=== block 1 ===
File: src/rtl/key_debounce_multi.sv
// key_debounce_multi: KEYS_CNT independent active-low key debouncers.
// Each channel has a 2-flop synchroniser, a stability counter that accepts
// a level change after DELAY_CYCLES consecutive disagreeing samples, and a
// hold FSM that emits long-press and auto-repeat strobes while held.

module key_debounce_ch #(
    parameter int DELAY_CYCLES  = 4,
    parameter int LONG_CYCLES   = 16,
    parameter int REPEAT_CYCLES = 8
) (
    input  logic i_clk,
    input  logic i_rst,
    input  logic i_key,
    output logic o_pressed,
    output logic o_press_stb,
    output logic o_release_stb,
    output logic o_long_stb,
    output logic o_repeat_stb
);
    localparam int CW   = $clog2(DELAY_CYCLES + 1);
    localparam int HMAX = (LONG_CYCLES > REPEAT_CYCLES) ? LONG_CYCLES : REPEAT_CYCLES;
    localparam int HW   = $clog2(HMAX + 1);
    localparam logic [CW-1:0] CNT_LAST  = CW'(DELAY_CYCLES - 1);
    localparam logic [HW-1:0] LONG_LAST = HW'(LONG_CYCLES - 1);
    // Guard the zero case so the constant never goes negative.
    localparam logic [HW-1:0] REP_LAST  = HW'((REPEAT_CYCLES == 0) ? 0 : REPEAT_CYCLES - 1);

    typedef enum logic [1:0] {
        S_RELEASED  = 2'd0,
        S_HELD      = 2'd1,
        S_HELD_LONG = 2'd2
    } state_t;

    logic          r_sync1, r_sync2;
    logic [CW-1:0] r_cnt;
    logic          r_pressed;
    state_t        r_state;
    logic [HW-1:0] r_hcnt;
    logic          r_press_stb, r_release_stb, r_long_stb, r_repeat_stb;

    logic          w_sync;
    logic          w_accept;
    logic          w_press_evt, w_release_evt;
    state_t        w_state_nxt;
    logic [HW-1:0] w_hcnt_nxt;
    logic          w_long_evt, w_repeat_evt;

    // Synchronised key, converted to active-high (1 = pressed).
    assign w_sync        = ~r_sync2;
    assign w_accept      = (w_sync != r_pressed) && (r_cnt == CNT_LAST);
    assign w_press_evt   = w_accept && !r_pressed;
    assign w_release_evt = w_accept &&  r_pressed;

    // Two-flop synchroniser on the raw key; resets to the released level.
    always_ff @(posedge i_clk or posedge i_rst) begin
        if (i_rst) begin
            r_sync1 <= 1'b1;
            r_sync2 <= 1'b1;
        end else begin
            r_sync1 <= i_key;
            r_sync2 <= r_sync1;
        end
    end

    // Stability counter: any agreeing sample restarts the count.
    always_ff @(posedge i_clk or posedge i_rst) begin
        if (i_rst) begin
            r_cnt     <= '0;
            r_pressed <= 1'b0;
        end else if (w_sync == r_pressed) begin
            r_cnt <= '0;
        end else if (w_accept) begin
            r_cnt     <= '0;
            r_pressed <= ~r_pressed;
        end else begin
            r_cnt <= r_cnt + CW'(1);
        end
    end

    // Hold FSM state and hold counter registers.
    always_ff @(posedge i_clk or posedge i_rst) begin
        if (i_rst) begin
            r_state <= S_RELEASED;
            r_hcnt  <= '0;
        end else begin
            r_state <= w_state_nxt;
            r_hcnt  <= w_hcnt_nxt;
        end
    end

    // Hold FSM next state; an accepted release wins over long/repeat.
    always_comb begin
        w_state_nxt  = r_state;
        w_hcnt_nxt   = r_hcnt;
        w_long_evt   = 1'b0;
        w_repeat_evt = 1'b0;
        case (r_state)
            S_RELEASED: begin
                w_hcnt_nxt = '0;
                if (w_press_evt) w_state_nxt = S_HELD;
            end
            S_HELD: begin
                if (w_release_evt) begin
                    w_state_nxt = S_RELEASED;
                    w_hcnt_nxt  = '0;
                end else if (r_hcnt == LONG_LAST) begin
                    w_state_nxt = S_HELD_LONG;
                    w_hcnt_nxt  = '0;
                    w_long_evt  = 1'b1;
                end else begin
                    w_hcnt_nxt = r_hcnt + HW'(1);
                end
            end
            S_HELD_LONG: begin
                if (w_release_evt) begin
                    w_state_nxt = S_RELEASED;
                    w_hcnt_nxt  = '0;
                end else if (REPEAT_CYCLES == 0) begin
                    w_hcnt_nxt = '0;
                end else if (r_hcnt == REP_LAST) begin
                    w_hcnt_nxt   = '0;
                    w_repeat_evt = 1'b1;
                end else begin
                    w_hcnt_nxt = r_hcnt + HW'(1);
                end
            end
            default: begin
                w_state_nxt = S_RELEASED;
                w_hcnt_nxt  = '0;
            end
        endcase
    end

    // Registered strobes, aligned with the new debounced level.
    always_ff @(posedge i_clk or posedge i_rst) begin
        if (i_rst) begin
            r_press_stb   <= 1'b0;
            r_release_stb <= 1'b0;
            r_long_stb    <= 1'b0;
            r_repeat_stb  <= 1'b0;
        end else begin
            r_press_stb   <= w_press_evt;
            r_release_stb <= w_release_evt;
            r_long_stb    <= w_long_evt;
            r_repeat_stb  <= w_repeat_evt;
        end
    end

    assign o_pressed     = r_pressed;
    assign o_press_stb   = r_press_stb;
    assign o_release_stb = r_release_stb;
    assign o_long_stb    = r_long_stb;
    assign o_repeat_stb  = r_repeat_stb;
endmodule

module key_debounce_multi #(
    parameter int KEYS_CNT      = 4,
    parameter int DELAY_CYCLES  = 4,
    parameter int LONG_CYCLES   = 16,
    parameter int REPEAT_CYCLES = 8
) (
    input  logic                clk_i,
    input  logic                rst_i,
    input  logic [KEYS_CNT-1:0] key_i,
    output logic [KEYS_CNT-1:0] pressed_o,
    output logic [KEYS_CNT-1:0] press_stb_o,
    output logic [KEYS_CNT-1:0] release_stb_o,
    output logic [KEYS_CNT-1:0] long_stb_o,
    output logic [KEYS_CNT-1:0] repeat_stb_o
);
    // One fully independent debouncer per key.
    for (genvar g = 0; g < KEYS_CNT; g++) begin : g_ch
        key_debounce_ch #(
            .DELAY_CYCLES (DELAY_CYCLES),
            .LONG_CYCLES  (LONG_CYCLES),
            .REPEAT_CYCLES(REPEAT_CYCLES)
        ) u_ch (
            .i_clk        (clk_i),
            .i_rst        (rst_i),
            .i_key        (key_i[g]),
            .o_pressed    (pressed_o[g]),
            .o_press_stb  (press_stb_o[g]),
            .o_release_stb(release_stb_o[g]),
            .o_long_stb   (long_stb_o[g]),
            .o_repeat_stb (repeat_stb_o[g])
        );
    end
endmodule

File: config.mk
export PLATFORM = sky130hd
export DESIGN_NAME = key_debounce_multi
export DESIGN_NICKNAME = d
export VERILOG_FILES = /design/src/rtl/key_debounce_multi.sv
export SDC_FILE = /design/constraint.sdc
export NUM_CORES = 1
export LEC_CHECK = 0
export CORE_MARGIN = 8
export CORE_UTILIZATION = 45
export DETAILED_ROUTE_END_ITERATION = 6
export HOLD_SLACK_MARGIN = 0.15
export PLACE_DENSITY_LB_ADDON = 0.2
export SLEW_MARGIN = 20
export SYNTH_ARGS = -nofsm -noshare
export SYNTH_HDL_FRONTEND = slang
export SYNTH_HIERARCHICAL = 1
export SYNTH_SLANG_ARGS = --single-unit
export TNS_END_PERCENT = 100
File: constraint.sdc
create_clock -name clk_i -period 3.1 [get_ports clk_i]
set_input_delay 0.31 -clock clk_i [delete_from_list [all_inputs] [get_ports clk_i]]
set_output_delay 0.31 -clock clk_i [all_outputs]
set_load 0.05 [all_outputs]
=== block 2 ===
`config.mk`:
```
export PLATFORM = sky130hd
export DESIGN_NAME = alu_status_flags
export DESIGN_NICKNAME = d
export VERILOG_FILES = /design/src/rtl/alu_status_flags.sv
export SDC_FILE = /design/constraint.sdc
export NUM_CORES = 1
export LEC_CHECK = 0
export ABC_AREA = 1
export CORE_MARGIN = 4
export CORE_UTILIZATION = 43
export DETAILED_ROUTE_END_ITERATION = 16
export PLACE_DENSITY = 0.85
export RECOVER_POWER = 25
export SKIP_LAST_GASP = 1
export SLEW_MARGIN = 30
export SYNTH_ARGS = -nofsm -noshare
export SYNTH_HDL_FRONTEND = slang
export SYNTH_SLANG_ARGS = --single-unit
```
`constraint.sdc`:
```
create_clock -name clk -period 1.9 [get_ports clk]
set_input_delay 0.38 -clock clk [delete_from_list [all_inputs] [get_ports clk]]
set_output_delay 0.38 -clock clk [all_outputs]
set_load 0.1 [all_outputs]
```
`src/rtl/alu_status_flags.sv`:
```
`default_nettype none
// ============================================================================
//  Module      : alu_status_flags
//  Description : Status-flag unit for the W-bit ALU. It registers zero and
//                overflow flags, a sticky overflow state, a saturating
//                overflow counter and an overflow interrupt held until acked.
//  Revision    : 1.0  initial release
// ============================================================================
module alu_status_flags #(
    parameter int W     = 4,
    parameter int CNT_W = 8
) (
    input  logic               clk,
    input  logic               rst,
    input  logic [2*W-1:0]     res,
    input  logic [2:0]         Sel,
    input  logic               res_valid,
    input  logic               clr,
    input  logic               irq_ack,
    output logic               flag_zero,
    output logic               flag_ovf,
    output logic               flags_vld,
    output logic               ovf_sticky,
    output logic [CNT_W-1:0]   ovf_count,
    output logic               ovf_irq
);

    localparam logic [2:0]       c_OP_ADD   = 3'b000;
    localparam logic [2:0]       c_OP_SUB   = 3'b001;
    localparam logic [2:0]       c_OP_MUL   = 3'b010;
    localparam logic [CNT_W-1:0] c_CNT_MAX  = {CNT_W{1'b1}};
    localparam logic [CNT_W-1:0] c_CNT_ONE  = CNT_W'(1);

    typedef enum logic [0:0] {
        S_CLEAR   = 1'b0,
        S_TRIPPED = 1'b1
    } state_t;

    state_t             r_state;
    state_t             w_state_base;
    state_t             w_state_next;
    logic               r_flag_zero;
    logic               r_flag_ovf;
    logic               r_flags_vld;
    logic [CNT_W-1:0]   r_count;
    logic [CNT_W-1:0]   w_count_base;
    logic [CNT_W-1:0]   w_count_next;
    logic               r_irq;
    logic               w_irq_next;
    logic               w_ovf;
    logic               w_evt;
    logic               w_zero;

    always_comb begin
        w_ovf = 1'b0;
        case (Sel)
            c_OP_ADD: w_ovf = res[W];
            c_OP_SUB: w_ovf = res[W];
            c_OP_MUL: w_ovf = |res[2*W-1:W];
            default:  w_ovf = 1'b0;
        endcase
    end

    assign w_evt  = res_valid & w_ovf;
    assign w_zero = (res[W-1:0] == '0);

    // clr is applied before evt, so clr+evt re-enters TRIPPED from CLEAR and re-raises the irq.
    always_comb begin
        w_state_base = clr ? S_CLEAR : r_state;
        w_state_next = w_evt ? S_TRIPPED : w_state_base;

        w_count_base = clr ? '0 : r_count;
        w_count_next = w_count_base;
        if (w_evt && (w_count_base != c_CNT_MAX)) begin
            w_count_next = w_count_base + c_CNT_ONE;
        end

        w_irq_next = r_irq;
        if (clr || irq_ack) begin
            w_irq_next = 1'b0;
        end
        if (w_evt && (w_state_base == S_CLEAR)) begin
            w_irq_next = 1'b1;
        end
    end

    always_ff @(posedge clk or posedge rst) begin
        if (rst) begin
            r_state     <= S_CLEAR;
            r_count     <= '0;
            r_irq       <= 1'b0;
            r_flag_zero <= 1'b0;
            r_flag_ovf  <= 1'b0;
            r_flags_vld <= 1'b0;
        end else begin
            r_state     <= w_state_next;
            r_count     <= w_count_next;
            r_irq       <= w_irq_next;
            r_flags_vld <= res_valid;
            if (res_valid) begin
                r_flag_zero <= w_zero;
                r_flag_ovf  <= w_ovf;
            end
        end
    end

    assign flag_zero  = r_flag_zero;
    assign flag_ovf   = r_flag_ovf;
    assign flags_vld  = r_flags_vld;
    assign ovf_sticky = (r_state == S_TRIPPED);
    assign ovf_count  = r_count;
    assign ovf_irq    = r_irq;

endmodule
`default_nettype wire

```
Block 2, cells colored by class:
Scale bar: 20 um.
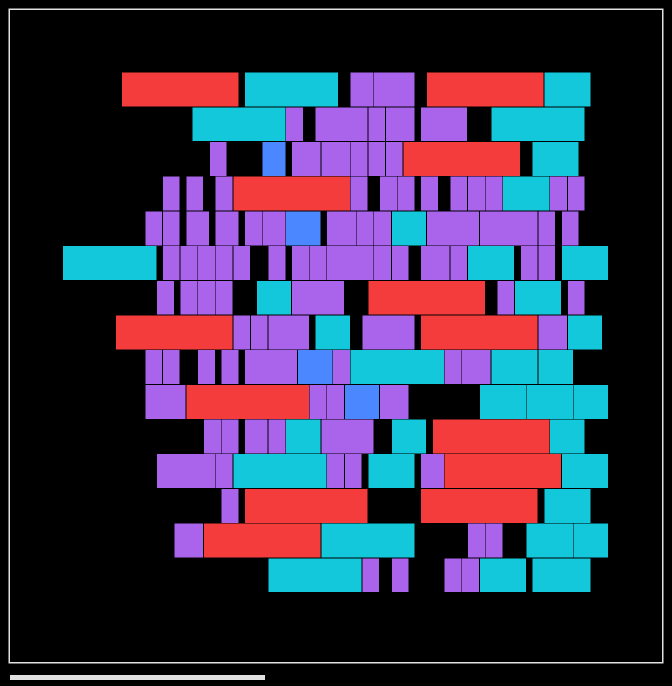
- purple: remaining logic cells (cells 95)
- red: sequential cells (cells 13)
- blue: clock drivers and dummy loads (cells 4)
- cyan: remaining buffers and delay cells (cells 33)

==> run summary, block 2 <==
Status = completed
Overall power = 647.0 uW
Row count = 15
Fin Setup TNS = 0 ns
GR Layer Usage met1 = 21.14%
Detail Route Antenna Nets = 0
Final clock-cell share = 2.200%
Fmax = 601.0 MHz
CP endpoint kind = flop
Worst Setup Start Kind = input port
Dominant class by area = combinational gates
Critical-path maximum fanout = 8
Final setup fails = 0
HPWL reported at the end of detailed placement = 1768 um
Tool warnings = 26
Seq/total area = 26.20%
Hold EP = ovf_sticky$_DFF_PP0_
Met3 track demand over resource = 4.082%
Layout cells sized above 1 = 28.28%
Number of cells on the critical path = 7
Yosys xor share = 3.286%
Register area = 327.8 um2
Period minus WS final = 1.664 ns
R2r setup slk = 0.35 ns
Clock latency on the worst-skew pair = 0.27 ns
CLK BUF = 3
## block 2: what timing repair did
item                       in CTS  in global routing
setup endpoints to repair       0                  2
gates resized                   0                  2
hold endpoints to repair        0                  0
## block 2: stage by stage
step           cells  hold WS, ns
2_1_floorplan    108       0.2568
3_3_place_gp     166       0.4640
3_5_place_dp     166       0.4842
4_1_cts          170       0.4563
5_1_grt          170       0.5562
6_report         170       0.5157
## block 2: where the power goes
part           internal (uW)  switching (uW)
Clock                   78.0            96.2
Sequential               287            8.64
Combinational           59.9             118
## block 2: cells in the final DEF, fill, tap and decap left out
cell type / count
nand2_1: 47
inv_1: 15
clkdlybuf4s50_1: 12
dfrtp_1: 11
buf_4: 10
buf_12: 8
nand3_1: 5
nor2_1: 4
nor2_4: 4
nor2_2: 3
nand2_2: 3
clkbuf_4: 3
nand2_4: 2
nand3_2: 2
xor2_1: 2
dlygate4sd3_1: 2
dfrtp_2: 2
inv_4: 1
nor3b_2: 1
o22ai_1: 1
inv_2: 1
xnor2_1: 1
o21ai_0: 1
nor4_1: 1
ha_1: 1
clkinv_2: 1
dlymetal6s2s_1: 1
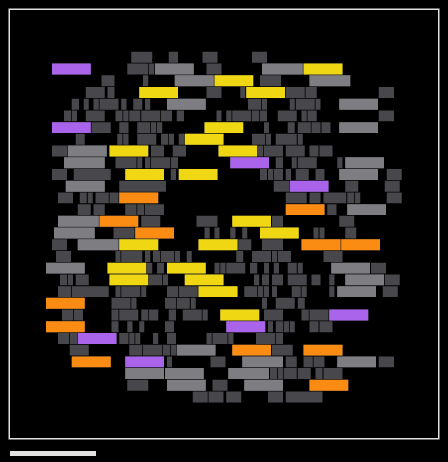
Block 1: sequential cells colored by netlist name
Scale bar: 20 um.
- yellow: g_ch.u_ch/r_hcnt (placed flops 20)
- orange: g_ch.u_ch/r_cnt (placed flops 12)
- purple: g_ch.u_ch/r_state (placed flops 8)
- not colored: 28

==> run summary, block 1 <==
Period minus WS final = 1.955 ns
Post-synthesis simple-gate area fraction = 17.79%
Total congestion overflow = 0
Remaining DRCs = 0
Fill count = 586
First-pass GRT wire length = 8873 um
Dominant kind of combinational cell = simple AND/OR/NAND/NOR gates
Post-Synth Adder-Cell Area = 11.20%
GP Congestion = 0.7574
Area grow syn2layout = 17.79%
HP Class = flop to flop
Nets = 346
Max cap viols = 0
CP endpoint kind = output pin
Yosys warnings = 6
CTS hold repair buffers = 0
Port bufs = 25
Main synth FF type = dfrtp_1
Async SR Flop Fraction = 100.0%
TritonCTS Sinks = 68
Critical path cell sequence = clkdlybuf4s50_1
Status = completed
CTS clock-pin slew for the worst setup and hold paths = 0.06 ns
Critical R2R Capture = g_ch[2].u_ch/r_state[0]$_DFFE_PP0P_
==> block 1: where the power goes <==
group / switching [uW] / leakage, uW / total [uW] / internal, uW
clock: 312 / 0.000104 / 751 / 439
sequential: 88.7 / 0.000902 / 1080 / 994
combinational: 352 / 0.000766 / 568 / 216
==> block 1: worst register-to-register path: stages, from the launching register on <==
cell and delay [ns]:
dfrtp_1 0.37, ha_1 0.22, nand3_1 0.12, inv_1 0.08, ha_1 0.18, nor2b_1 0.05, o21ai_0 0.31, a21oi_1 0.11
a21oi_1 0.13
==> block 1: layout make-up <==
type,count,area [um2],area share (%)
Clock inverter,1,30.03,0.8147
Multi-Input combinational cell,175,1294,35.10
Inverter,33,123.9,3.360
Tap cell,80,100.1,2.716
Sequential cell,68,1712,46.44
Timing Repair Buffer,25,250.2,6.789
Clock buffer,15,176.4,4.786
==> block 1: layer usage <==
layer	GRT usage [%]	part of all wire (%)
met3	3.771	4.4
met4	8.033	2.9
met5	0	0
met2	17.61	46
met1	13.11	47


## Gallery

Metal 1.
picture 1
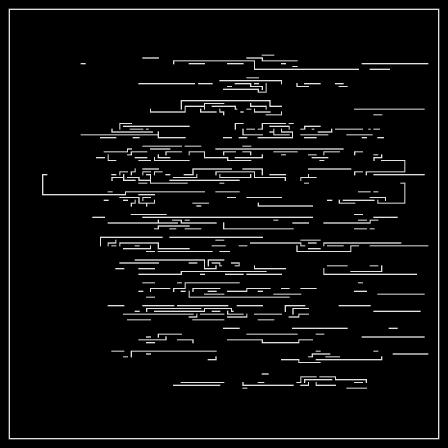
picture 2
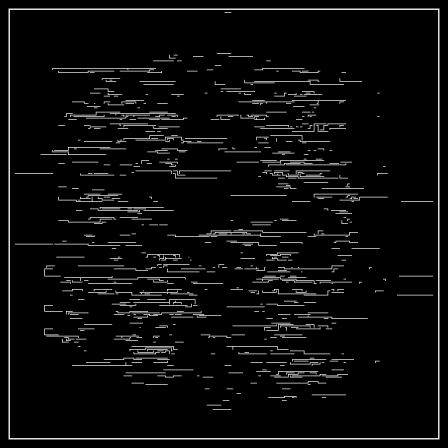
Picture 1 comes from block 2.
Picture 2 comes from block 1.

Key to picture 1:
- share of all routed wire: 37%
- wire length on this layer: 905 um
- longest straight run: 20.2 um

No activity file was given, so power comes from the tool's default toggle rates.
